# ---- design 1 ----
**Design 1: clock wires, drivers and flops**

Scale bar: 50 um.
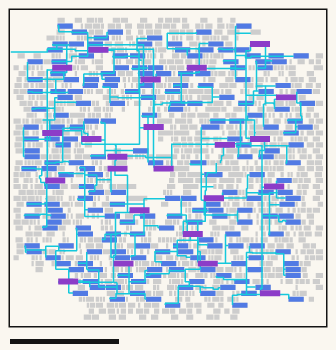

## src/rtl/of_action_arbiter.sv

```systemverilog
// Pairs one exact-match and one wildcard result per packet and issues the winning action (exact > wild > miss).
// Optional statistics counters are enabled with the OF_ACTION_ARBITER_STATS_EN macro.
`ifndef OF_ACTION_DATA_WIDTH
`define OF_ACTION_DATA_WIDTH 64
`endif
`ifndef OF_ACTION_CTRL_WIDTH
`define OF_ACTION_CTRL_WIDTH 4
`endif
`ifndef OF_DST_PORT_POS
`define OF_DST_PORT_POS 16
`endif
`ifndef OF_DST_PORT
`define OF_DST_PORT 16
`endif

module of_action_arbiter #(
  parameter int OF_ACTION_DATA_WIDTH = `OF_ACTION_DATA_WIDTH,
  parameter int OF_ACTION_CTRL_WIDTH = `OF_ACTION_CTRL_WIDTH,
  parameter int CNT_WIDTH            = 32
) (
  input  logic                            clk,
  input  logic                            reset,
  input  logic                            exact_valid,
  input  logic                            exact_hit,
  input  logic [OF_ACTION_DATA_WIDTH-1:0] exact_data,
  input  logic [OF_ACTION_CTRL_WIDTH-1:0] exact_ctrl,
  output logic                            exact_rdy,
  input  logic                            wild_valid,
  input  logic                            wild_hit,
  input  logic [OF_ACTION_DATA_WIDTH-1:0] wild_data,
  input  logic [OF_ACTION_CTRL_WIDTH-1:0] wild_ctrl,
  output logic                            wild_rdy,
  input  logic [15:0]                     miss_port,
  output logic [OF_ACTION_DATA_WIDTH-1:0] action_data_bus,
  output logic [OF_ACTION_CTRL_WIDTH-1:0] action_ctrl_bus,
  output logic                            action_valid,
  input  logic                            action_rdy,
  output logic                            proto_err
`ifdef OF_ACTION_ARBITER_STATS_EN
  ,
  output logic [CNT_WIDTH-1:0]            exact_hit_cnt,
  output logic [CNT_WIDTH-1:0]            wild_hit_cnt,
  output logic [CNT_WIDTH-1:0]            miss_cnt
`endif
);

  localparam int DW = OF_ACTION_DATA_WIDTH;
  localparam int CW = OF_ACTION_CTRL_WIDTH;
  localparam logic [0:0] ST_IDLE  = 1'b0;
  localparam logic [0:0] ST_ISSUE = 1'b1;
  localparam logic [CW-1:0] MISS_CTRL = CW'(1);

  logic [0:0]    state_q, state_d;
  logic          ex_full_q, ex_full_d, ex_hit_q, ex_hit_d;
  logic [DW-1:0] ex_data_q, ex_data_d;
  logic [CW-1:0] ex_ctrl_q, ex_ctrl_d;
  logic          wd_full_q, wd_full_d, wd_hit_q, wd_hit_d;
  logic [DW-1:0] wd_data_q, wd_data_d;
  logic [CW-1:0] wd_ctrl_q, wd_ctrl_d;
  logic          act_vld_q, act_vld_d;
  logic [DW-1:0] act_data_q, act_data_d;
  logic [CW-1:0] act_ctrl_q, act_ctrl_d;
  logic          perr_q, perr_d;

  logic          ex_hit_e, wd_hit_e;
  logic [DW-1:0] ex_data_e, wd_data_e, miss_data, sel_data;
  logic [CW-1:0] ex_ctrl_e, wd_ctrl_e, sel_ctrl;
  logic          fire, accept;

  // A result arriving on the same edge that completes the pair is used directly,
  // which is what lets the arbiter sustain one action every two cycles.
  assign ex_hit_e  = ex_full_q ? ex_hit_q  : exact_hit;
  assign ex_data_e = ex_full_q ? ex_data_q : exact_data;
  assign ex_ctrl_e = ex_full_q ? ex_ctrl_q : exact_ctrl;
  assign wd_hit_e  = wd_full_q ? wd_hit_q  : wild_hit;
  assign wd_data_e = wd_full_q ? wd_data_q : wild_data;
  assign wd_ctrl_e = wd_full_q ? wd_ctrl_q : wild_ctrl;

  assign fire   = (state_q == ST_IDLE) && (ex_full_q || exact_valid) && (wd_full_q || wild_valid);
  assign accept = (state_q == ST_ISSUE) && action_rdy;

  always_comb begin
    miss_data = '0;
    miss_data[`OF_DST_PORT_POS +: `OF_DST_PORT] = miss_port;
    if (ex_hit_e) begin
      sel_data = ex_data_e;
      sel_ctrl = ex_ctrl_e;
    end else if (wd_hit_e) begin
      sel_data = wd_data_e;
      sel_ctrl = wd_ctrl_e;
    end else begin
      sel_data = miss_data;
      sel_ctrl = MISS_CTRL;
    end
  end

  always_comb begin
    state_d    = state_q;
    ex_full_d  = ex_full_q | exact_valid;
    ex_hit_d   = ex_hit_q;
    ex_data_d  = ex_data_q;
    ex_ctrl_d  = ex_ctrl_q;
    wd_full_d  = wd_full_q | wild_valid;
    wd_hit_d   = wd_hit_q;
    wd_data_d  = wd_data_q;
    wd_ctrl_d  = wd_ctrl_q;
    act_vld_d  = act_vld_q;
    act_data_d = act_data_q;
    act_ctrl_d = act_ctrl_q;
    perr_d     = perr_q | (exact_valid & ex_full_q) | (wild_valid & wd_full_q);
    if (exact_valid && !ex_full_q) begin
      ex_hit_d  = exact_hit;
      ex_data_d = exact_data;
      ex_ctrl_d = exact_ctrl;
    end
    if (wild_valid && !wd_full_q) begin
      wd_hit_d  = wild_hit;
      wd_data_d = wild_data;
      wd_ctrl_d = wild_ctrl;
    end
    if (fire) begin
      state_d    = ST_ISSUE;
      act_vld_d  = 1'b1;
      act_data_d = sel_data;
      act_ctrl_d = sel_ctrl;
    end else if (accept) begin
      state_d    = ST_IDLE;
      act_vld_d  = 1'b0;
      act_data_d = '0;
      act_ctrl_d = '0;
      ex_full_d  = 1'b0;
      wd_full_d  = 1'b0;
    end
  end

  always_ff @(posedge clk) begin
    if (reset) begin
      state_q    <= ST_IDLE;
      ex_full_q  <= 1'b0;
      ex_hit_q   <= 1'b0;
      ex_data_q  <= '0;
      ex_ctrl_q  <= '0;
      wd_full_q  <= 1'b0;
      wd_hit_q   <= 1'b0;
      wd_data_q  <= '0;
      wd_ctrl_q  <= '0;
      act_vld_q  <= 1'b0;
      act_data_q <= '0;
      act_ctrl_q <= '0;
      perr_q     <= 1'b0;
    end else begin
      state_q    <= state_d;
      ex_full_q  <= ex_full_d;
      ex_hit_q   <= ex_hit_d;
      ex_data_q  <= ex_data_d;
      ex_ctrl_q  <= ex_ctrl_d;
      wd_full_q  <= wd_full_d;
      wd_hit_q   <= wd_hit_d;
      wd_data_q  <= wd_data_d;
      wd_ctrl_q  <= wd_ctrl_d;
      act_vld_q  <= act_vld_d;
      act_data_q <= act_data_d;
      act_ctrl_q <= act_ctrl_d;
      perr_q     <= perr_d;
    end
  end

  assign exact_rdy       = ~ex_full_q;
  assign wild_rdy        = ~wd_full_q;
  assign action_valid    = act_vld_q;
  assign action_data_bus = act_data_q;
  assign action_ctrl_bus = act_ctrl_q;
  assign proto_err       = perr_q;

`ifdef OF_ACTION_ARBITER_STATS_EN
  logic [1:0]           kind_q;
  logic [CNT_WIDTH-1:0] exh_cnt_q, wdh_cnt_q, miss_cnt_q;

  // kind_q remembers which source won so the counter can bump on acceptance.
  always_ff @(posedge clk) begin
    if (reset) begin
      kind_q     <= 2'd0;
      exh_cnt_q  <= '0;
      wdh_cnt_q  <= '0;
      miss_cnt_q <= '0;
    end else begin
      if (fire) kind_q <= ex_hit_e ? 2'd0 : (wd_hit_e ? 2'd1 : 2'd2);
      if (accept) begin
        case (kind_q)
          2'd0:    exh_cnt_q  <= exh_cnt_q + CNT_WIDTH'(1);
          2'd1:    wdh_cnt_q  <= wdh_cnt_q + CNT_WIDTH'(1);
          default: miss_cnt_q <= miss_cnt_q + CNT_WIDTH'(1);
        endcase
      end
    end
  end

  assign exact_hit_cnt = exh_cnt_q;
  assign wild_hit_cnt  = wdh_cnt_q;
  assign miss_cnt      = miss_cnt_q;
`else
  // CNT_WIDTH only sizes the counters of the statistics build.
  if (CNT_WIDTH > 0) begin : g_no_stats
  end
`endif

endmodule

```

## config.mk

```make
export PLATFORM = sky130hd
export DESIGN_NAME = of_action_arbiter
export DESIGN_NICKNAME = d
export VERILOG_FILES = /design/src/rtl/of_action_arbiter.sv
export SDC_FILE = /design/constraint.sdc
export NUM_CORES = 1
export LEC_CHECK = 0
export CAP_MARGIN = 25
export CORE_UTILIZATION = 45
export CTS_CLUSTER_SIZE = 25
export DETAILED_ROUTE_END_ITERATION = 12
export PLACE_DENSITY = 0.78
export SLEW_MARGIN = 30
export SYNTH_ARGS = -nofsm -noshare
export SYNTH_HDL_FRONTEND = slang
export SYNTH_SLANG_ARGS = --single-unit
```

## constraint.sdc

```tcl
create_clock -name clk -period 1.72 [get_ports clk]
set_input_delay 0.43 -clock clk [delete_from_list [all_inputs] [get_ports clk]]
set_output_delay 0.43 -clock clk [all_outputs]
set_load 0.05 [all_outputs]
```

# ---- design 2 ----
$ cat config.mk
export PLATFORM = sky130hd
export DESIGN_NAME = sser_tx
export DESIGN_NICKNAME = d
export VERILOG_FILES = /design/src/rtl/sser_tx.sv
export SDC_FILE = /design/constraint.sdc
export NUM_CORES = 1
export LEC_CHECK = 0
export CAP_MARGIN = 10
export CELL_PAD_IN_SITES_DETAIL_PLACEMENT = 1
export CELL_PAD_IN_SITES_GLOBAL_PLACEMENT = 1
export CORE_ASPECT_RATIO = 0.5
export CORE_MARGIN = 4
export CORE_UTILIZATION = 43
export DETAILED_ROUTE_END_ITERATION = 12
export PLACE_DENSITY_LB_ADDON = 0.08
export SLEW_MARGIN = 20
export SYNTH_ARGS = -nofsm -noshare
export SYNTH_HDL_FRONTEND = slang
export SYNTH_SLANG_ARGS = --single-unit
export TNS_END_PERCENT = 10
$ cat constraint.sdc
create_clock -name clk -period 2.75 [get_ports clk]
set_input_delay 0.55 -clock clk [delete_from_list [all_inputs] [get_ports clk]]
set_output_delay 0.55 -clock clk [all_outputs]
set_load 0.05 [all_outputs]
$ cat src/rtl/sser_tx.sv
// SSER bus-window serial transmitter: CPU writes a byte, block shifts it out
// as start / 8 data (LSB first) / optional parity / stop on sdwr.
module sser_tx #(
  parameter int DIV = 16
) (
  input  logic       clk,
  input  logic       rst,
  input  logic       sser_n,
  input  logic       ba13,
  input  logic       ba12,
  input  logic [3:0] ba,
  input  logic       br_w,
  input  logic [7:0] bd_in,
  output logic [7:0] bd_out,
  output logic       bd_oe,
  output logic       sdwr,
  output logic       tx_busy,
  output logic       irq
);

  localparam int CW = (DIV > 2) ? $clog2(DIV) : 1;
  localparam logic [CW-1:0] CNT_LAST = CW'(DIV - 1);

  // state | meaning
  // IDLE  | line at 1, waiting for a full holding register
  // START | start bit (0)
  // DATA  | eight data bits, LSB first
  // PAR   | parity bit, only when the frame latched par_en
  // STOP  | stop bit (1); reloads straight into START if hold is full
  typedef enum logic [2:0] {IDLE, START, DATA, PAR, STOP} state_t;

  state_t          state;
  logic            sel, sel_d, commit;
  logic            wr_data, wr_ctrl, rd_status;
  logic [7:0]      hold, shift;
  logic            hold_empty, overrun;
  logic            par_en, par_odd, irq_en;
  logic            f_par_en, f_par_bit;
  logic [CW-1:0]   baud_cnt;
  logic [2:0]      bit_cnt;
  logic            bit_end, load, accept;
  logic            hold_empty_nx, irq_en_nx;

  assign sel       = ~sser_n & ~ba13 & ba12;
  assign commit    = sel & ~sel_d;
  assign wr_data   = commit & ~br_w & (ba == 4'h2);
  assign wr_ctrl   = commit & ~br_w & (ba == 4'h3);
  assign rd_status = commit & br_w & (ba == 4'h0);

  assign bit_end = (baud_cnt == CNT_LAST);
  assign load    = ~hold_empty & ((state == IDLE) | ((state == STOP) & bit_end));
  // The transfer empties hold in the same cycle, so a coincident write fits.
  assign accept  = wr_data & (hold_empty | load);

  assign hold_empty_nx = wr_data ? 1'b0 : (load ? 1'b1 : hold_empty);
  assign irq_en_nx     = wr_ctrl ? bd_in[2] : irq_en;

  assign tx_busy = (state != IDLE);
  assign bd_oe   = sel & br_w;

  always_comb begin
    bd_out = 8'h00;
    if (bd_oe) begin
      case (ba)
        4'h0:    bd_out = {5'b0, overrun, tx_busy, hold_empty};
        4'h3:    bd_out = {5'b0, irq_en, par_odd, par_en};
        default: bd_out = 8'h00;
      endcase
    end
  end

  always_ff @(posedge clk) begin
    if (rst) begin
      state      <= IDLE;
      sel_d      <= 1'b0;
      hold       <= 8'h00;
      shift      <= 8'h00;
      hold_empty <= 1'b1;
      overrun    <= 1'b0;
      par_en     <= 1'b0;
      par_odd    <= 1'b0;
      irq_en     <= 1'b0;
      f_par_en   <= 1'b0;
      f_par_bit  <= 1'b0;
      baud_cnt   <= '0;
      bit_cnt    <= 3'd0;
      sdwr       <= 1'b1;
      irq        <= 1'b0;
    end else begin
      sel_d      <= sel;
      hold_empty <= hold_empty_nx;
      irq        <= irq_en_nx & hold_empty_nx;
      if (accept) hold <= bd_in;
      if (wr_data & ~accept) overrun <= 1'b1;
      else if (rd_status)    overrun <= 1'b0;
      if (wr_ctrl) {irq_en, par_odd, par_en} <= bd_in[2:0];

      if (load) begin
        shift     <= hold;
        f_par_en  <= par_en;
        f_par_bit <= ^hold ^ par_odd;
        state     <= START;
        sdwr      <= 1'b0;
        baud_cnt  <= '0;
        bit_cnt   <= 3'd0;
      end else begin
        case (state)
          IDLE: sdwr <= 1'b1;
          START: begin
            if (bit_end) begin
              baud_cnt <= '0;
              state    <= DATA;
              sdwr     <= shift[0];
            end else baud_cnt <= baud_cnt + CW'(1);
          end
          DATA: begin
            if (bit_end) begin
              baud_cnt <= '0;
              if (bit_cnt == 3'd7) begin
                state <= f_par_en ? PAR : STOP;
                sdwr  <= f_par_en ? f_par_bit : 1'b1;
              end else begin
                bit_cnt <= bit_cnt + 3'd1;
                shift   <= shift >> 1;
                sdwr    <= shift[1];
              end
            end else baud_cnt <= baud_cnt + CW'(1);
          end
          PAR: begin
            if (bit_end) begin
              baud_cnt <= '0;
              state    <= STOP;
              sdwr     <= 1'b1;
            end else baud_cnt <= baud_cnt + CW'(1);
          end
          STOP: begin
            if (bit_end) begin
              baud_cnt <= '0;
              state    <= IDLE;
              sdwr     <= 1'b1;
            end else baud_cnt <= baud_cnt + CW'(1);
          end
          default: begin
            state <= IDLE;
            sdwr  <= 1'b1;
          end
        endcase
      end
    end
  end

endmodule

# ---- design 3 ----
File: config.mk
export PLATFORM = sky130hd
export DESIGN_NAME = hazard_scoreboard
export DESIGN_NICKNAME = d
export VERILOG_FILES = /design/src/rtl/hazard_scoreboard.sv
export SDC_FILE = /design/constraint.sdc
export NUM_CORES = 1
export LEC_CHECK = 0
export CAP_MARGIN = 30
export CORE_UTILIZATION = 55
export DETAILED_ROUTE_END_ITERATION = 12
export PLACE_DENSITY_LB_ADDON = 0.1
export SYNTH_ARGS = -nofsm -noshare
export SYNTH_HDL_FRONTEND = slang
export SYNTH_SLANG_ARGS = --single-unit
File: constraint.sdc
create_clock -name clk -period 9.1 [get_ports clk]
set_input_delay 0.91 -clock clk [delete_from_list [all_inputs] [get_ports clk]]
set_output_delay 0.91 -clock clk [all_outputs]
set_load 0.01 [all_outputs]
File: src/rtl/hazard_scoreboard.sv
// D-stage hazard unit: a shift register of in-flight destinations drives stall and forward selects
// from Tuse/Tnew, and a built-in mult/div busy counter covers the hi/lo unit.
module hazard_scoreboard #(
  parameter int unsigned REG_W       = 5,
  parameter int unsigned STAGES      = 3,
  parameter int unsigned TNEW_W      = 2,
  parameter int unsigned FWD_W       = 2,
  parameter int unsigned CNT_W       = 4,
  parameter int unsigned MULT_CYCLES = 5,
  parameter int unsigned DIV_CYCLES  = 10
) (
  input  logic              clk,
  input  logic              reset,
  input  logic              d_valid,
  input  logic [REG_W-1:0]  d_rs,
  input  logic [REG_W-1:0]  d_rt,
  input  logic [TNEW_W-1:0] d_tuse_rs,
  input  logic [TNEW_W-1:0] d_tuse_rt,
  input  logic [REG_W-1:0]  d_wa,
  input  logic [TNEW_W-1:0] d_tnew,
  input  logic [1:0]        d_md_kind,
  output logic              stall,
  output logic [FWD_W-1:0]  fwd_rs_sel,
  output logic [FWD_W-1:0]  fwd_rt_sel,
  output logic              md_busy
);

  localparam logic [1:0] MdMult = 2'd1;
  localparam logic [1:0] MdDiv  = 2'd2;

  // Index i holds pipeline stage i+1 (0 = E).
  logic [REG_W-1:0]  wa_q   [STAGES];
  logic [TNEW_W-1:0] tnew_q [STAGES];
  logic [CNT_W-1:0]  md_cnt_q, md_cnt_d;

  logic [REG_W-1:0]  src       [2];
  logic [TNEW_W-1:0] tuse      [2];
  logic [FWD_W-1:0]  hit_stage [2];
  logic [TNEW_W-1:0] hit_tnew  [2];
  logic [FWD_W-1:0]  fwd_sel   [2];
  logic [1:0]        src_haz;
  logic              md_rule;
  logic              issue;

  assign src[0]  = d_rs;
  assign src[1]  = d_rt;
  assign tuse[0] = d_tuse_rs;
  assign tuse[1] = d_tuse_rt;

  // Scan oldest to youngest so the youngest matching stage is the one left standing.
  always_comb begin
    for (int s = 0; s < 2; s++) begin
      hit_stage[s] = '0;
      hit_tnew[s]  = '0;
      for (int k = STAGES - 1; k >= 0; k--) begin
        if (src[s] != '0 && wa_q[k] == src[s]) begin
          hit_stage[s] = FWD_W'(k + 1);
          hit_tnew[s]  = tnew_q[k];
        end
      end
      src_haz[s] = (hit_stage[s] != '0) && (tuse[s] != '1) && (hit_tnew[s] > tuse[s]);
      fwd_sel[s] = (hit_stage[s] != '0 && hit_tnew[s] == '0) ? hit_stage[s] : '0;
    end
  end

  assign md_rule    = d_valid && (d_md_kind != 2'd0) && (md_cnt_q != '0);
  assign stall      = d_valid && ((|src_haz) || md_rule);
  assign issue      = d_valid && !stall;
  assign fwd_rs_sel = fwd_sel[0];
  assign fwd_rt_sel = fwd_sel[1];
  assign md_busy    = (md_cnt_q != '0);

  always_comb begin
    md_cnt_d = md_cnt_q;
    if (issue && d_md_kind == MdMult) begin
      md_cnt_d = CNT_W'(MULT_CYCLES);
    end else if (issue && d_md_kind == MdDiv) begin
      md_cnt_d = CNT_W'(DIV_CYCLES);
    end else if (md_cnt_q != '0) begin
      md_cnt_d = md_cnt_q - CNT_W'(1);
    end
  end

  always_ff @(posedge clk) begin
    if (reset) begin
      for (int k = 0; k < STAGES; k++) begin
        wa_q[k]   <= '0;
        tnew_q[k] <= '0;
      end
      md_cnt_q <= '0;
    end else begin
      wa_q[0]   <= issue ? d_wa : '0;
      tnew_q[0] <= issue ? d_tnew : '0;
      for (int k = 1; k < STAGES; k++) begin
        wa_q[k]   <= wa_q[k-1];
        tnew_q[k] <= (tnew_q[k-1] != '0) ? tnew_q[k-1] - TNEW_W'(1) : '0;
      end
      md_cnt_q <= md_cnt_d;
    end
  end

endmodule

# ---- design 4 ----
`config.mk`:
```
export PLATFORM = sky130hd
export DESIGN_NAME = systolic_tile_sequencer_flat
export DESIGN_NICKNAME = d
export VERILOG_FILES = /design/src/rtl/sa_ctrl_pkg.sv /design/src/rtl/systolic_tile_sequencer_if.sv /design/src/rtl/sa_cycle_counter.sv /design/src/rtl/systolic_tile_sequencer.sv /design/src/flat_wrapper.sv
export SDC_FILE = /design/constraint.sdc
export NUM_CORES = 1
export LEC_CHECK = 0
export CORE_ASPECT_RATIO = 1.25
export CORE_MARGIN = 3
export CORE_UTILIZATION = 55
export CTS_CLUSTER_DIAMETER = 100
export DETAILED_ROUTE_END_ITERATION = 7
export DONT_BUFFER_PORTS = 1
export PLACE_DENSITY_LB_ADDON = 0.12
export SYNTH_ARGS = -nofsm -noshare
export SYNTH_HDL_FRONTEND = slang
export SYNTH_HIERARCHICAL = 1
export SYNTH_SLANG_ARGS = --single-unit
```
`constraint.sdc`:
```
create_clock -name clk -period 2.7 [get_ports clk]
set_clock_uncertainty 0.15 [all_clocks]
set_input_delay 0.54 -clock clk [delete_from_list [all_inputs] [get_ports clk]]
set_output_delay 0.54 -clock clk [all_outputs]
set_load 0.02 [all_outputs]
```
`src/rtl/sa_ctrl_pkg.sv`:
```
// ----------------------------------------------------------------------------
// sa_ctrl_pkg
//   Shared definitions for the 3x3 systolic-array control slice: sequencer
//   state encoding, SRAM layout constants, mode encodings, bus widths and a
//   small wrapping address-add helper.
// ----------------------------------------------------------------------------
package sa_ctrl_pkg;

    // Bus widths of the sequencer interface
    localparam int unsigned ADDR_W = 6;
    localparam int unsigned TILE_W = 2;

    // Shared SRAM layout: the 9 weights sit at the bottom of the address space
    localparam int unsigned SRAM_W_BASE = 0;
    localparam int unsigned N_WEIGHTS   = 9;

    // SRAM read-path select
    localparam logic MODE_WEIGHT  = 1'b0;
    localparam logic MODE_FEATURE = 1'b1;

    typedef enum logic [2:0] {
        ST_IDLE   = 3'd0,
        ST_LOAD_W = 3'd1,
        ST_SWITCH = 3'd2,
        ST_LOAD_F = 3'd3,
        ST_DRAIN  = 3'd4,
        ST_NEXT   = 3'd5,
        ST_FIN    = 3'd6
    } seq_state_e;

    // Address add that wraps modulo 2**ADDR_W; no carry out by design
    function automatic logic [ADDR_W-1:0] wrap_add(input logic [ADDR_W-1:0] a,
                                                   input logic [ADDR_W-1:0] b);
        return a + b;
    endfunction

endpackage

```
`src/rtl/systolic_tile_sequencer_if.sv`:
```
// ----------------------------------------------------------------------------
// systolic_tile_sequencer_if
//   Groups the host handshake and datapath control signals of the tile
//   sequencer.
//   master : the sequencer itself (consumes start/reuse_w/loader dones,
//            drives enables, addressing, mode and status)
//   slave  : the host controller plus datapath loaders on the other side
//   Signals:
//     start, reuse_w               host job request / weight-reuse hint
//     is_WL_done_i, is_FL_done_i   loader completion indications
//     Weight_Preloader_en          weight preloader enable
//     Feature_Loader_en            feature loader enable
//     feature_baseaddr [5:0]       feature base address of current pass
//     mode                         0 = weight path, 1 = feature path
//     c_sel [1:0], tile_idx [1:0]  output tile select / pass number
//     busy, done, error            job status
//     weights_valid                SA holds a valid weight set
// ----------------------------------------------------------------------------
interface systolic_tile_sequencer_if;
    import sa_ctrl_pkg::*;

    logic              start;
    logic              reuse_w;
    logic              is_WL_done_i;
    logic              is_FL_done_i;
    logic              Weight_Preloader_en;
    logic              Feature_Loader_en;
    logic [ADDR_W-1:0] feature_baseaddr;
    logic              mode;
    logic [TILE_W-1:0] c_sel;
    logic [TILE_W-1:0] tile_idx;
    logic              busy;
    logic              done;
    logic              error;
    logic              weights_valid;

    modport master (
        input  start, reuse_w, is_WL_done_i, is_FL_done_i,
        output Weight_Preloader_en, Feature_Loader_en, feature_baseaddr, mode,
               c_sel, tile_idx, busy, done, error, weights_valid
    );

    modport slave (
        output start, reuse_w, is_WL_done_i, is_FL_done_i,
        input  Weight_Preloader_en, Feature_Loader_en, feature_baseaddr, mode,
               c_sel, tile_idx, busy, done, error, weights_valid
    );

endinterface

```
`src/rtl/sa_cycle_counter.sv`:
```
// ----------------------------------------------------------------------------
// sa_cycle_counter
//   Up-counter with synchronous clear-load, count enable and a fixed
//   terminal-count compare. Used by the sequencer as both its load-state
//   watchdog and its drain timer.
//   Ports:
//     clk     in  clock, rising edge
//     rst     in  synchronous active-high reset
//     i_load  in  clear count to zero (priority over i_en)
//     i_en    in  increment count
//     o_tc    out count equals TERMINAL
// ----------------------------------------------------------------------------
module sa_cycle_counter #(
    parameter int unsigned WIDTH    = 6,
    parameter int unsigned TERMINAL = 1
) (
    input  logic clk,
    input  logic rst,
    input  logic i_load,
    input  logic i_en,
    output logic o_tc
);

    logic [WIDTH-1:0] r_cnt;

    always_ff @(posedge clk) begin
        if (rst) begin
            r_cnt <= '0;
        end else if (i_load) begin
            r_cnt <= '0;
        end else if (i_en) begin
            r_cnt <= r_cnt + WIDTH'(1);
        end
    end

    assign o_tc = (r_cnt == WIDTH'(TERMINAL));

endmodule

```
`src/rtl/systolic_tile_sequencer.sv`:
```
// ----------------------------------------------------------------------------
// systolic_tile_sequencer
//   Top-level control FSM for the 3x3 systolic datapath. A job preloads the
//   9 weights (unless reusable weights are already held), then runs
//   NUM_TILES feature passes. Each pass selects the feature base address and
//   output tile c_sel, and is followed by a drain period covering the
//   datapath's c_sel pipeline. A watchdog aborts a stalled load state.
//   Ports:
//     clk   in  clock, rising edge
//     rst   in  synchronous active-high reset
//     bus   master modport of systolic_tile_sequencer_if (host handshake,
//           loader enables/dones, addressing, mode, status)
// ----------------------------------------------------------------------------
module systolic_tile_sequencer
    import sa_ctrl_pkg::*;
#(
    parameter int unsigned NUM_TILES    = 4,
    parameter int unsigned FEAT_BASE0   = 9,
    parameter int unsigned FEAT_STRIDE  = 3,
    parameter int unsigned DRAIN_CYCLES = 4,
    parameter int unsigned TIMEOUT      = 63
) (
    input  logic                        clk,
    input  logic                        rst,
    systolic_tile_sequencer_if.master   bus
);

    localparam int unsigned CNT_MAX = (TIMEOUT > DRAIN_CYCLES) ? TIMEOUT : DRAIN_CYCLES;
    localparam int unsigned CNT_W   = $clog2(CNT_MAX + 1);

    // ------------------------------------------------------------------
    // Elaboration checks
    // ------------------------------------------------------------------
    generate
        if (NUM_TILES < 1 || NUM_TILES > (1 << TILE_W)) begin : g_bad_tiles
            $error("NUM_TILES must be in 1..4");
        end
        if (FEAT_BASE0 >= (1 << ADDR_W)) begin : g_bad_base
            $error("FEAT_BASE0 does not fit the feature address bus");
        end
        if (FEAT_BASE0 < SRAM_W_BASE + N_WEIGHTS) begin : g_overlap
            $error("FEAT_BASE0 overlaps the weight region");
        end
        if (TIMEOUT < 1 || DRAIN_CYCLES < 1) begin : g_bad_cnt
            $error("TIMEOUT and DRAIN_CYCLES must be at least 1");
        end
    endgenerate

    // ------------------------------------------------------------------
    // State and output registers
    // ------------------------------------------------------------------
    seq_state_e        r_state;
    logic [TILE_W-1:0] r_tile;
    logic [TILE_W-1:0] r_csel;
    logic [ADDR_W-1:0] r_base;
    logic              r_mode;
    logic              r_wl_en;
    logic              r_fl_en;
    logic              r_busy;
    logic              r_done;
    logic              r_error;
    logic              r_wvalid;

    seq_state_e        w_nxt_state;
    logic [TILE_W-1:0] w_nxt_tile;
    logic [TILE_W-1:0] w_nxt_csel;
    logic [ADDR_W-1:0] w_nxt_base;
    logic              w_nxt_mode;
    logic              w_nxt_done;
    logic              w_nxt_error;
    logic              w_nxt_wvalid;

    logic              w_wd_load;
    logic              w_wd_en;
    logic              w_wd_tc;
    logic              w_dr_load;
    logic              w_dr_en;
    logic              w_dr_tc;
    logic              w_last_tile;

    assign w_last_tile = (r_tile == TILE_W'(NUM_TILES - 1));

    // ------------------------------------------------------------------
    // Watchdog: cleared on entry to a load state, counts while in it.
    // Terminal count TIMEOUT-1 gives exactly TIMEOUT cycles in the state.
    // ------------------------------------------------------------------
    assign w_wd_en   = (r_state == ST_LOAD_W) || (r_state == ST_LOAD_F);
    assign w_wd_load = ((w_nxt_state == ST_LOAD_W) || (w_nxt_state == ST_LOAD_F))
                       && (w_nxt_state != r_state);

    sa_cycle_counter #(
        .WIDTH    (CNT_W),
        .TERMINAL (TIMEOUT - 1)
    ) u_watchdog (
        .clk    (clk),
        .rst    (rst),
        .i_load (w_wd_load),
        .i_en   (w_wd_en),
        .o_tc   (w_wd_tc)
    );

    // Drain timer: DRAIN_CYCLES cycles spent in DRAIN
    assign w_dr_en   = (r_state == ST_DRAIN);
    assign w_dr_load = (w_nxt_state == ST_DRAIN) && (r_state != ST_DRAIN);

    sa_cycle_counter #(
        .WIDTH    (CNT_W),
        .TERMINAL (DRAIN_CYCLES - 1)
    ) u_drain_timer (
        .clk    (clk),
        .rst    (rst),
        .i_load (w_dr_load),
        .i_en   (w_dr_en),
        .o_tc   (w_dr_tc)
    );

    // ------------------------------------------------------------------
    // Next-state / next-output logic
    // ------------------------------------------------------------------
    always_comb begin
        w_nxt_state  = r_state;
        w_nxt_tile   = r_tile;
        w_nxt_csel   = r_csel;
        w_nxt_base   = r_base;
        w_nxt_mode   = r_mode;
        w_nxt_done   = 1'b0;
        w_nxt_error  = r_error;
        w_nxt_wvalid = r_wvalid;

        case (r_state)
            ST_IDLE: begin
                if (bus.start) begin
                    w_nxt_error = 1'b0;
                    w_nxt_tile  = '0;
                    w_nxt_base  = ADDR_W'(FEAT_BASE0);
                    if (bus.reuse_w && r_wvalid) begin
                        w_nxt_state = ST_LOAD_F;
                        w_nxt_mode  = MODE_FEATURE;
                        w_nxt_csel  = '0;
                    end else begin
                        w_nxt_state  = ST_LOAD_W;
                        w_nxt_mode   = MODE_WEIGHT;
                        w_nxt_wvalid = 1'b0;
                    end
                end
            end

            ST_LOAD_W: begin
                // Loader completion takes priority over a same-cycle timeout
                if (bus.is_WL_done_i) begin
                    w_nxt_state  = ST_SWITCH;
                    w_nxt_mode   = MODE_FEATURE;
                    w_nxt_wvalid = 1'b1;
                end else if (w_wd_tc) begin
                    w_nxt_state  = ST_IDLE;
                    w_nxt_error  = 1'b1;
                    w_nxt_wvalid = 1'b0;
                end
            end

            // One idle cycle lets the datapath's registered mode settle
            ST_SWITCH: begin
                w_nxt_state = ST_LOAD_F;
                w_nxt_csel  = r_tile;
            end

            ST_LOAD_F: begin
                if (bus.is_FL_done_i) begin
                    w_nxt_state = ST_DRAIN;
                end else if (w_wd_tc) begin
                    w_nxt_state  = ST_IDLE;
                    w_nxt_error  = 1'b1;
                    w_nxt_wvalid = 1'b0;
                end
            end

            ST_DRAIN: begin
                if (w_dr_tc) begin
                    w_nxt_state = w_last_tile ? ST_FIN : ST_NEXT;
                end
            end

            ST_NEXT: begin
                w_nxt_state = ST_LOAD_F;
                w_nxt_tile  = r_tile + TILE_W'(1);
                w_nxt_csel  = r_tile + TILE_W'(1);
                w_nxt_base  = wrap_add(r_base, ADDR_W'(FEAT_STRIDE));
            end

            ST_FIN: begin
                w_nxt_state = ST_IDLE;
                w_nxt_done  = 1'b1;
            end

            default: begin
                w_nxt_state = ST_IDLE;
            end
        endcase
    end

    // ------------------------------------------------------------------
    // Registers. Enables and busy are decoded from the next state so they
    // line up with the state they describe; done is registered from FIN, so
    // it appears in the first IDLE cycle, coinciding with busy falling.
    // ------------------------------------------------------------------
    always_ff @(posedge clk) begin
        if (rst) begin
            r_state  <= ST_IDLE;
            r_tile   <= '0;
            r_csel   <= '0;
            r_base   <= '0;
            r_mode   <= 1'b0;
            r_wl_en  <= 1'b0;
            r_fl_en  <= 1'b0;
            r_busy   <= 1'b0;
            r_done   <= 1'b0;
            r_error  <= 1'b0;
            r_wvalid <= 1'b0;
        end else begin
            r_state  <= w_nxt_state;
            r_tile   <= w_nxt_tile;
            r_csel   <= w_nxt_csel;
            r_base   <= w_nxt_base;
            r_mode   <= w_nxt_mode;
            r_wl_en  <= (w_nxt_state == ST_LOAD_W);
            r_fl_en  <= (w_nxt_state == ST_LOAD_F);
            r_busy   <= (w_nxt_state != ST_IDLE);
            r_done   <= w_nxt_done;
            r_error  <= w_nxt_error;
            r_wvalid <= w_nxt_wvalid;
        end
    end

    assign bus.Weight_Preloader_en = r_wl_en;
    assign bus.Feature_Loader_en   = r_fl_en;
    assign bus.feature_baseaddr    = r_base;
    assign bus.mode                = r_mode;
    assign bus.c_sel               = r_csel;
    assign bus.tile_idx            = r_tile;
    assign bus.busy                = r_busy;
    assign bus.done                = r_done;
    assign bus.error               = r_error;
    assign bus.weights_valid       = r_wvalid;

endmodule

```
`src/flat_wrapper.sv`:
```
// flat-port wrapper written by rule: the top's interface ports become plain ports
module systolic_tile_sequencer_flat import sa_ctrl_pkg::*;
#(
    parameter int unsigned NUM_TILES    = 4,
    parameter int unsigned FEAT_BASE0   = 9,
    parameter int unsigned FEAT_STRIDE  = 3,
    parameter int unsigned DRAIN_CYCLES = 4,
    parameter int unsigned TIMEOUT      = 63
)
  (clk, rst, bus_start, bus_reuse_w, bus_is_WL_done_i, bus_is_FL_done_i, bus_Weight_Preloader_en, bus_Feature_Loader_en, bus_feature_baseaddr, bus_mode, bus_c_sel, bus_tile_idx, bus_busy, bus_done, bus_error, bus_weights_valid);
  systolic_tile_sequencer_if bus_i ();
  input  logic clk;
  input  logic rst;
  input wire logic [$bits(bus_i.start)-1:0] bus_start;
  input wire logic [$bits(bus_i.reuse_w)-1:0] bus_reuse_w;
  input wire logic [$bits(bus_i.is_WL_done_i)-1:0] bus_is_WL_done_i;
  input wire logic [$bits(bus_i.is_FL_done_i)-1:0] bus_is_FL_done_i;
  output wire logic [$bits(bus_i.Weight_Preloader_en)-1:0] bus_Weight_Preloader_en;
  output wire logic [$bits(bus_i.Feature_Loader_en)-1:0] bus_Feature_Loader_en;
  output wire logic [$bits(bus_i.feature_baseaddr)-1:0] bus_feature_baseaddr;
  output wire logic [$bits(bus_i.mode)-1:0] bus_mode;
  output wire logic [$bits(bus_i.c_sel)-1:0] bus_c_sel;
  output wire logic [$bits(bus_i.tile_idx)-1:0] bus_tile_idx;
  output wire logic [$bits(bus_i.busy)-1:0] bus_busy;
  output wire logic [$bits(bus_i.done)-1:0] bus_done;
  output wire logic [$bits(bus_i.error)-1:0] bus_error;
  output wire logic [$bits(bus_i.weights_valid)-1:0] bus_weights_valid;
  assign bus_i.start = bus_start;
  assign bus_i.reuse_w = bus_reuse_w;
  assign bus_i.is_WL_done_i = bus_is_WL_done_i;
  assign bus_i.is_FL_done_i = bus_is_FL_done_i;
  assign bus_Weight_Preloader_en = bus_i.Weight_Preloader_en;
  assign bus_Feature_Loader_en = bus_i.Feature_Loader_en;
  assign bus_feature_baseaddr = bus_i.feature_baseaddr;
  assign bus_mode = bus_i.mode;
  assign bus_c_sel = bus_i.c_sel;
  assign bus_tile_idx = bus_i.tile_idx;
  assign bus_busy = bus_i.busy;
  assign bus_done = bus_i.done;
  assign bus_error = bus_i.error;
  assign bus_weights_valid = bus_i.weights_valid;
  systolic_tile_sequencer #(.NUM_TILES(NUM_TILES), .FEAT_BASE0(FEAT_BASE0), .FEAT_STRIDE(FEAT_STRIDE), .DRAIN_CYCLES(DRAIN_CYCLES), .TIMEOUT(TIMEOUT)) u_core (.clk(clk), .rst(rst), .bus(bus_i));
endmodule
```

## Gallery

Placement view.
panel A
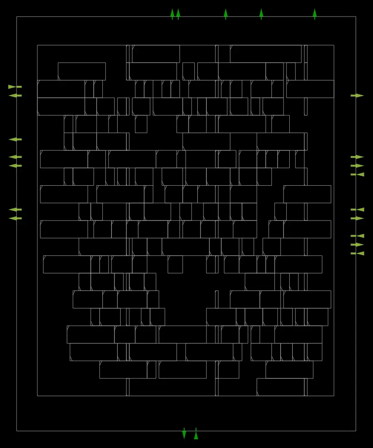
panel B
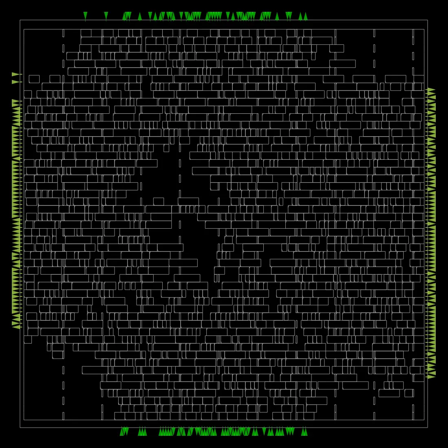
panel C
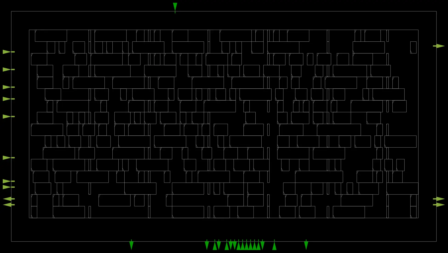
panel D
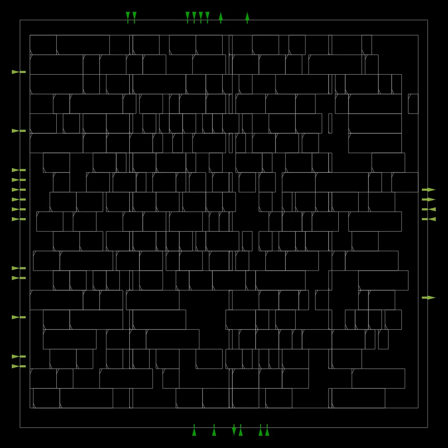
- most sequential cells: panel B
- most cells: panel B
design 2: panel C
design 3: panel D
design 4: panel A
design 1: panel B

**Design 3: cell density map**

The die is cut into 11 by 11 equal tiles; white is low, dark blue is high, 0 to 100% covered.
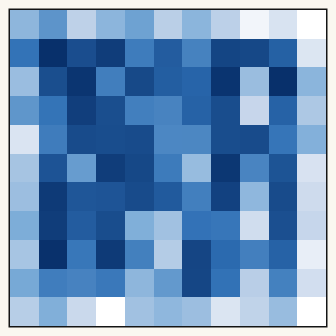
- fullest tile: 100%
- emptiest ninth of the die: lower right
- mean over tiles: 62%
- tiles over 75% full: 38%
- nearly empty tiles: 2.5%
fin util: 72.0%
Core Box Area: 2780 um2
Initial Util: 58.7%

==> reports/metrics.cfg, design 3 <==
[outcome]
outcome=completed

[place]
post_dp_cell_area_um2=1970
dpl_worst_slack_ps=3420
dp.cells=248
portBuffers=31
routabilityCongestion=0.935

[critical_path]
slowest_delay_ps=570
worst-path-buf-inv=3
critPathSlowestCell=or4_4
rr_worst_depth=11
regToRegStartpoint=wa_q[0][2]$_SDFF_PP0_
critPathLaunch=d_rs[4]

[cells_and_area]
max_flop_register=wa_q
lay_top_count=clkdlybuf4s50_1
layout_top_cells=clkdlybuf4s50_1, dfxtp_1, xor2_1
fillers=226
largestClassByArea=logic gates
clkbuf_count=3
seqCellArea_um2=500

[clock_network]
cts.hold.buffers_added=0
clock-sinks=25
cts_resized=0
cts_buffers=3
cts_tree=built

[grt]
grt_max_degree=22
grt_pass1_vias=1489

[floorplanning]
ios=32
nWellTaps=31
die_area_um2=3190

[power]
share_comb_of_total_power_pct=40.9
internal_power_mw=0.206
p_comb_mw=0.127
total_leakage_power_nw=0.826
switching_share_pct=33.7

[timing]
setup_viol=0
hold_viol=0
slew_violations=0
worst_pin_slew_ps=724
rsz0062_at_grt=no
tns_ps=0

[logic_synthesis]
yosys.area_share.simple_pct=26.6
top_area_cell=dfxtp_1
ys_types=38
synth_cells=189
syn_avg_cell_area_um2=8.65

[routing]
met3_length_um=138
vias=1434
wl_per_cell_um=14.4

[min_path]
holdCritPathClass=reg -> reg

**Design 2: the metal 3 layer**

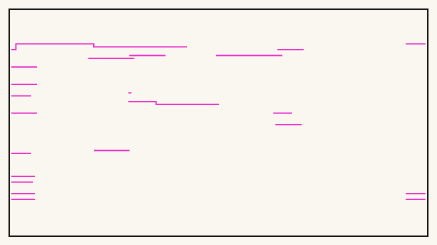
- longest straight run: 21.8 um
- share of all routed wire: 4.4%
- wire length on this layer: 183 um
via count: 1439
met3 Use GR: 5.92%
Post-Route WL: 4190 um

**Design 2: cell density map**

The die is cut into 10 by 5 equal tiles; white is low, dark blue is high, 0 to 100% covered.
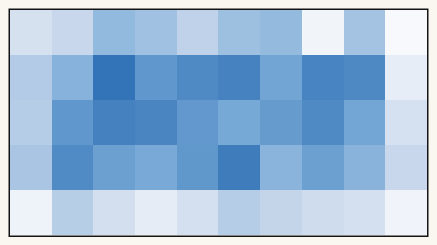
- densest ninth of the die: centre
- fullest tile: 73%
- mean over tiles: 40%
fin util: 55.6%
Initial Util: 44.9%
Core Box Area: 3920 um2

==> reports/metrics.cfg, design 2 <==
[outcome]
outcome=completed

[logic_synthesis]
yosysWarnings=0
syn_area_um2=1760
edf_count=0
syn_avg_cell_area_um2=9.31
xor_share_pct=6.82
ys_sh_adder_pct=2.13
ys_seq_elements=36
synth-main-ff-cell=dfxtp_1
ys_types=46
ys_sh_mux_pct=9.74
yosys.area_share.simple_pct=21.1
top_area_cell=dfxtp_1

[cells_and_area]
seq_area_share_pct=33.0
nNonClkBuffers=30
finish.instance_area_um2=2180
top_regs=hold x8, shift x8, baud_cnt x4
final-nonclk-buf-share_pct=14.9
n_antenna_cell=0
finalNonFillerCells=270
combGateArea_um2=957
areaGrowthSynthToFinish_pct=24.0
logic_gates=141
largestClassByArea=logic gates
inv_count=1

[timing]
rsz0062_at_grt=no
holdWs_ps=453
setup_viol=0
post-route-period-util_pct=94.7
setup_ws_ps=145
fmax_mhz=384
skew_ps=3.97
hold_viol=0

[min_path]
hold_depth=2
min_from=f_par_bit$_SDFFE_PP0P_
holdCritPathClass=reg -> reg

[critical_path]
critPathSlowestCell=clkdlybuf4s50_1
reg2reg_to=hold[2]$_SDFFE_PP0P_
worst-path-buf-inv=3
cp_num_cells=6
slowest_delay_ps=460
worst_ep_arrival_time_ps=2060
cp.required_ps=2200
cp_cell_sequence=clkdlybuf4s50_1, nor4_1, buf_4, a22oi_1, nor2_1, buf_12
cp_top_family=buffers and inverters
reg2reg_slack_ps=650
critPathLaunch=ba[1]

[routing]
met1Wirelength_um=1870
ant_nets=0
wl_met2_um=2110

[run]
max_cap_violations=0
tool_warnings=26

[grt]
grt_util_met2_pct=33.3
grt.busiest_layer=met2
grt_max_degree=28

[clock_network]
cts_resized=0
cts_buffers=5

[power]
power.group.top=registers
clkPwrFrac_pct=44.1
powerClk_mw=0.465
p_switching_mw=0.235
powerDensity_nw_per_um2=484
switching_share_pct=22.3

[floorplanning]
die_y_um=53.2
die_area_um2=5240
ios=30

[place]
dpl_worst_slack_ps=242
dp.cells=262
dpl.hpwl_um=3040

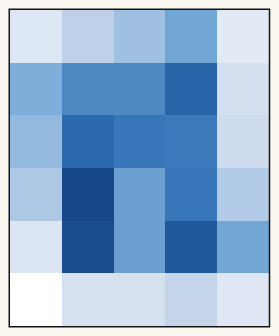
**Above:** design 4 (cell density map).
The die is cut into 5 by 6 equal tiles; white is low, dark blue is high, 0 to 100% covered.
- fullest tile: 91%
- mean over tiles: 45%
- tiles over 75% full: 17%
- nearly empty tiles: 3.3%
Core Box Area: 2500 um2
Initial Util: 59.7%
fin util: 62.8%

==> reports/metrics.cfg, design 4 <==
[timing]
max_slew_margin_pct=56.8
worst_pin_slew_ps=639
rsz0062_at_grt=no
setup_viol=0
tns_ps=0

[power]
switching_share_pct=25.0
clkPwrFrac_pct=36.4

[routing]
drc=0
wirelength_um=2840
wl_per_cell_um=14.1
dr.pass1.iters=4

[outcome]
outcome=completed

[floorplanning]
nWellTaps=33
ios=23

[logic_synthesis]
syn_avg_cell_area_um2=8.89
ys_sh_adder_pct=4.19
ys_seq_elements=32

[clock_network]
clock-sinks=32
cts_buffers=5

[grt]
grtUsageTotal_pct=19.5
antenna_found_initial=0

[critical_path]
regToRegStartpoint=u_core/r_state[2]$_SDFF_PP0_
worst_setup_path_start_kind=flop

[cells_and_area]
drive_gt1_share_pct=8.93
combAreaFraction_pct=51.0

[place]
portBuffers=0

[min_path]
min_from=rst

**Design 1: pin map**

Pins as bars across the die edge, other pins in grey.
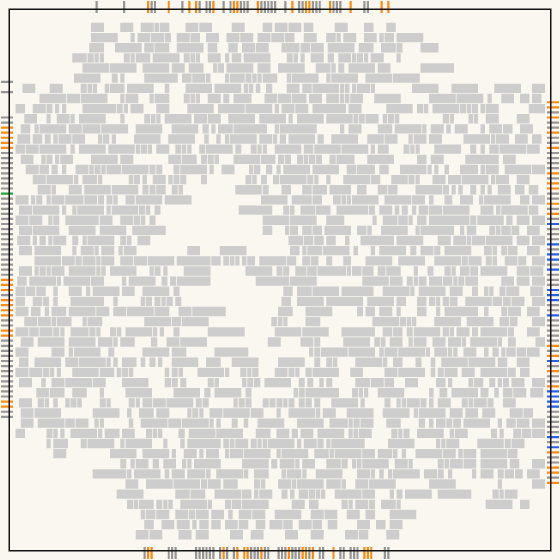
- green: `exact_rdy` (pins 1; direction output; edge left)
- blue: `miss_port` (pins 16; direction input; edge right)
- orange: `action_data_bus` (pins 64; direction output; edge 18 right, 16 left, 15 bottom, 15 top)
Port Buffers: 230
Die X-Extent: 145 um

**Design 1: cell density map**

The die is cut into 14 by 14 equal tiles; white is low, dark blue is high, 0 to 100% covered.
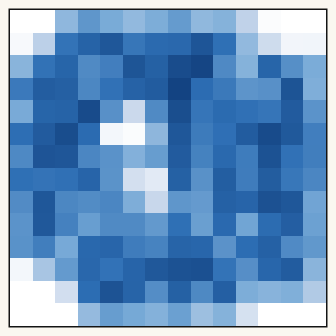
- tiles over 75% full: 34%
- fullest tile: 92%
- nearly empty tiles: 6.6%
Core Box Area: 19700 um2
Initial Util: 46.5%
fin util: 65.2%

## Picture notes: 'clock wires, drivers and flops' of design 1
- blue: flip-flops (count 210)
- purple: cells driving clock nets (count 23)
- cyan: clock wires (length 2620 um)
- flops lie: spread over the die
- routed clock nets: 24
Latency at later pin: 510 ps
clock network power share: 38.0%
P_clk: 4.97 mW
Max Clock Skew: 12.5 ps

==> reports/metrics.cfg, design 1 <==
[cells_and_area]
clock_area_share_pct=6.00
seq_area_share_pct=32.8
final-nonclk-buf-share_pct=22.5
lay_top_count=nand2_1
combAreaFraction_pct=35.9

[critical_path]
slowest_delay_ps=530
critPathLaunch=exact_hit
path_class=in -> reg
regToRegStartpoint=wd_full_q$_SDFF_PP0_

[logic_synthesis]
syn_area_um2=9170
ys_sh_mux_pct=13.8
edf_count=0
yosys.area_share.simple_pct=17.6

[clock_network]
cts_tree=built
cts.hold.buffers_added=0
cts.path.max_buffers=3

[min_path]
hold_depth=4

[power]
p_seq_share_pct=41.2
p_comb_mw=2.72

[routing]
met1Wirelength_um=12300
top_layer=met4
ant_nets=0

[outcome]
outcome=completed

[place]
dp.cells=1531

[grt]
grt_util_met2_pct=46.7

[timing]
rsz0062_at_grt=yes



==> gallery <==
Pin map.
Pins as bars across the die edge, other pins in grey.
picture 1
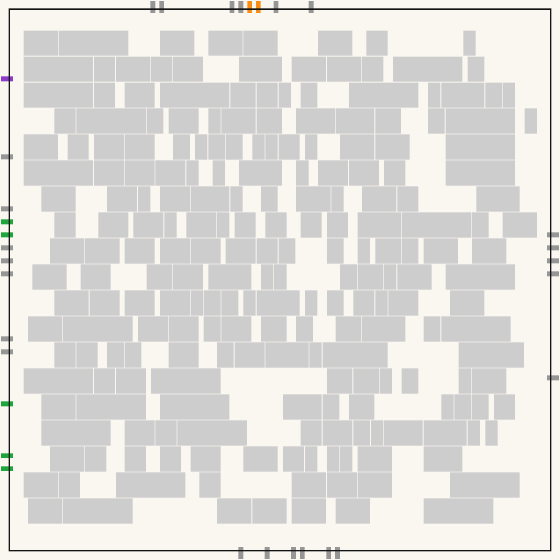
picture 2
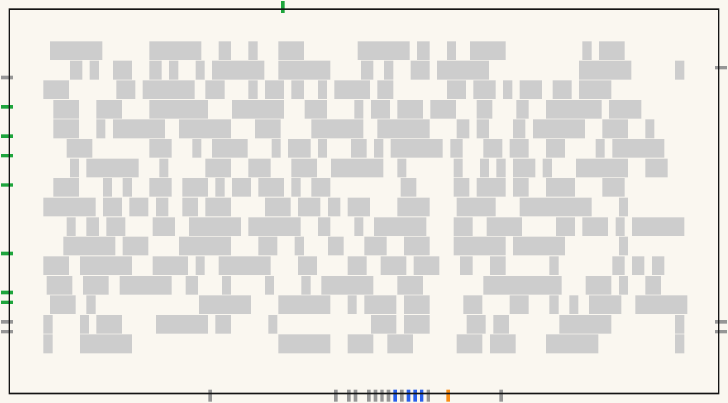
picture 3
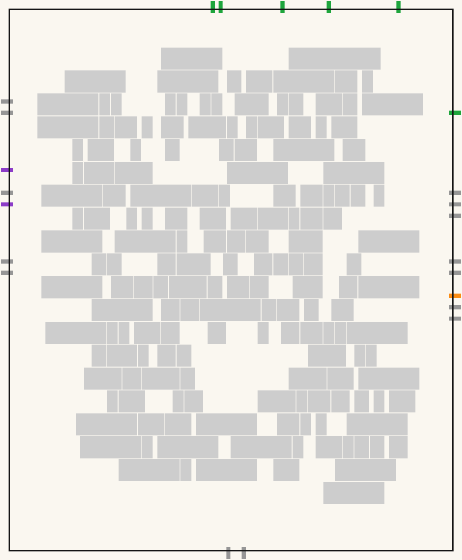
- picture 1 = design 3
- picture 3 = design 4
- picture 2 = design 2
The one with the fewest pins is picture 3.


## Gallery

Clock wires, drivers and flops.
Scale bar: 20 um.
shot_01.png
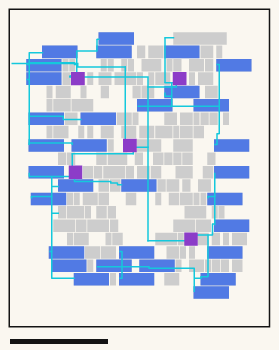
shot_02.png
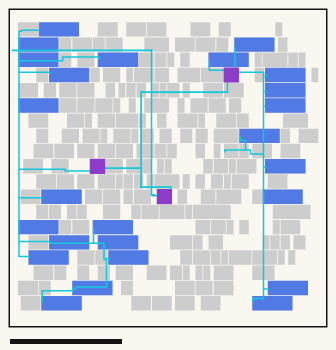
shot_03.png
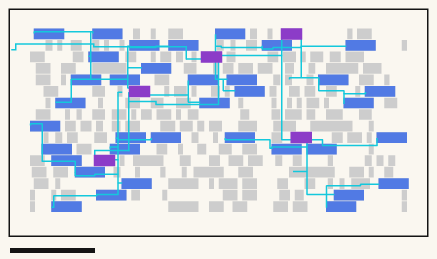
Design 2 is shot_03.png.
Design 4 is shot_01.png.
Design 3 is shot_02.png.

Key to shot_03.png:
- cyan: clock wires (length 505 um)
- purple: cells driving clock nets (count 5)
- blue: flip-flops (count 36)
- routed clock nets: 6

Power and IR drop assume default switching activity.
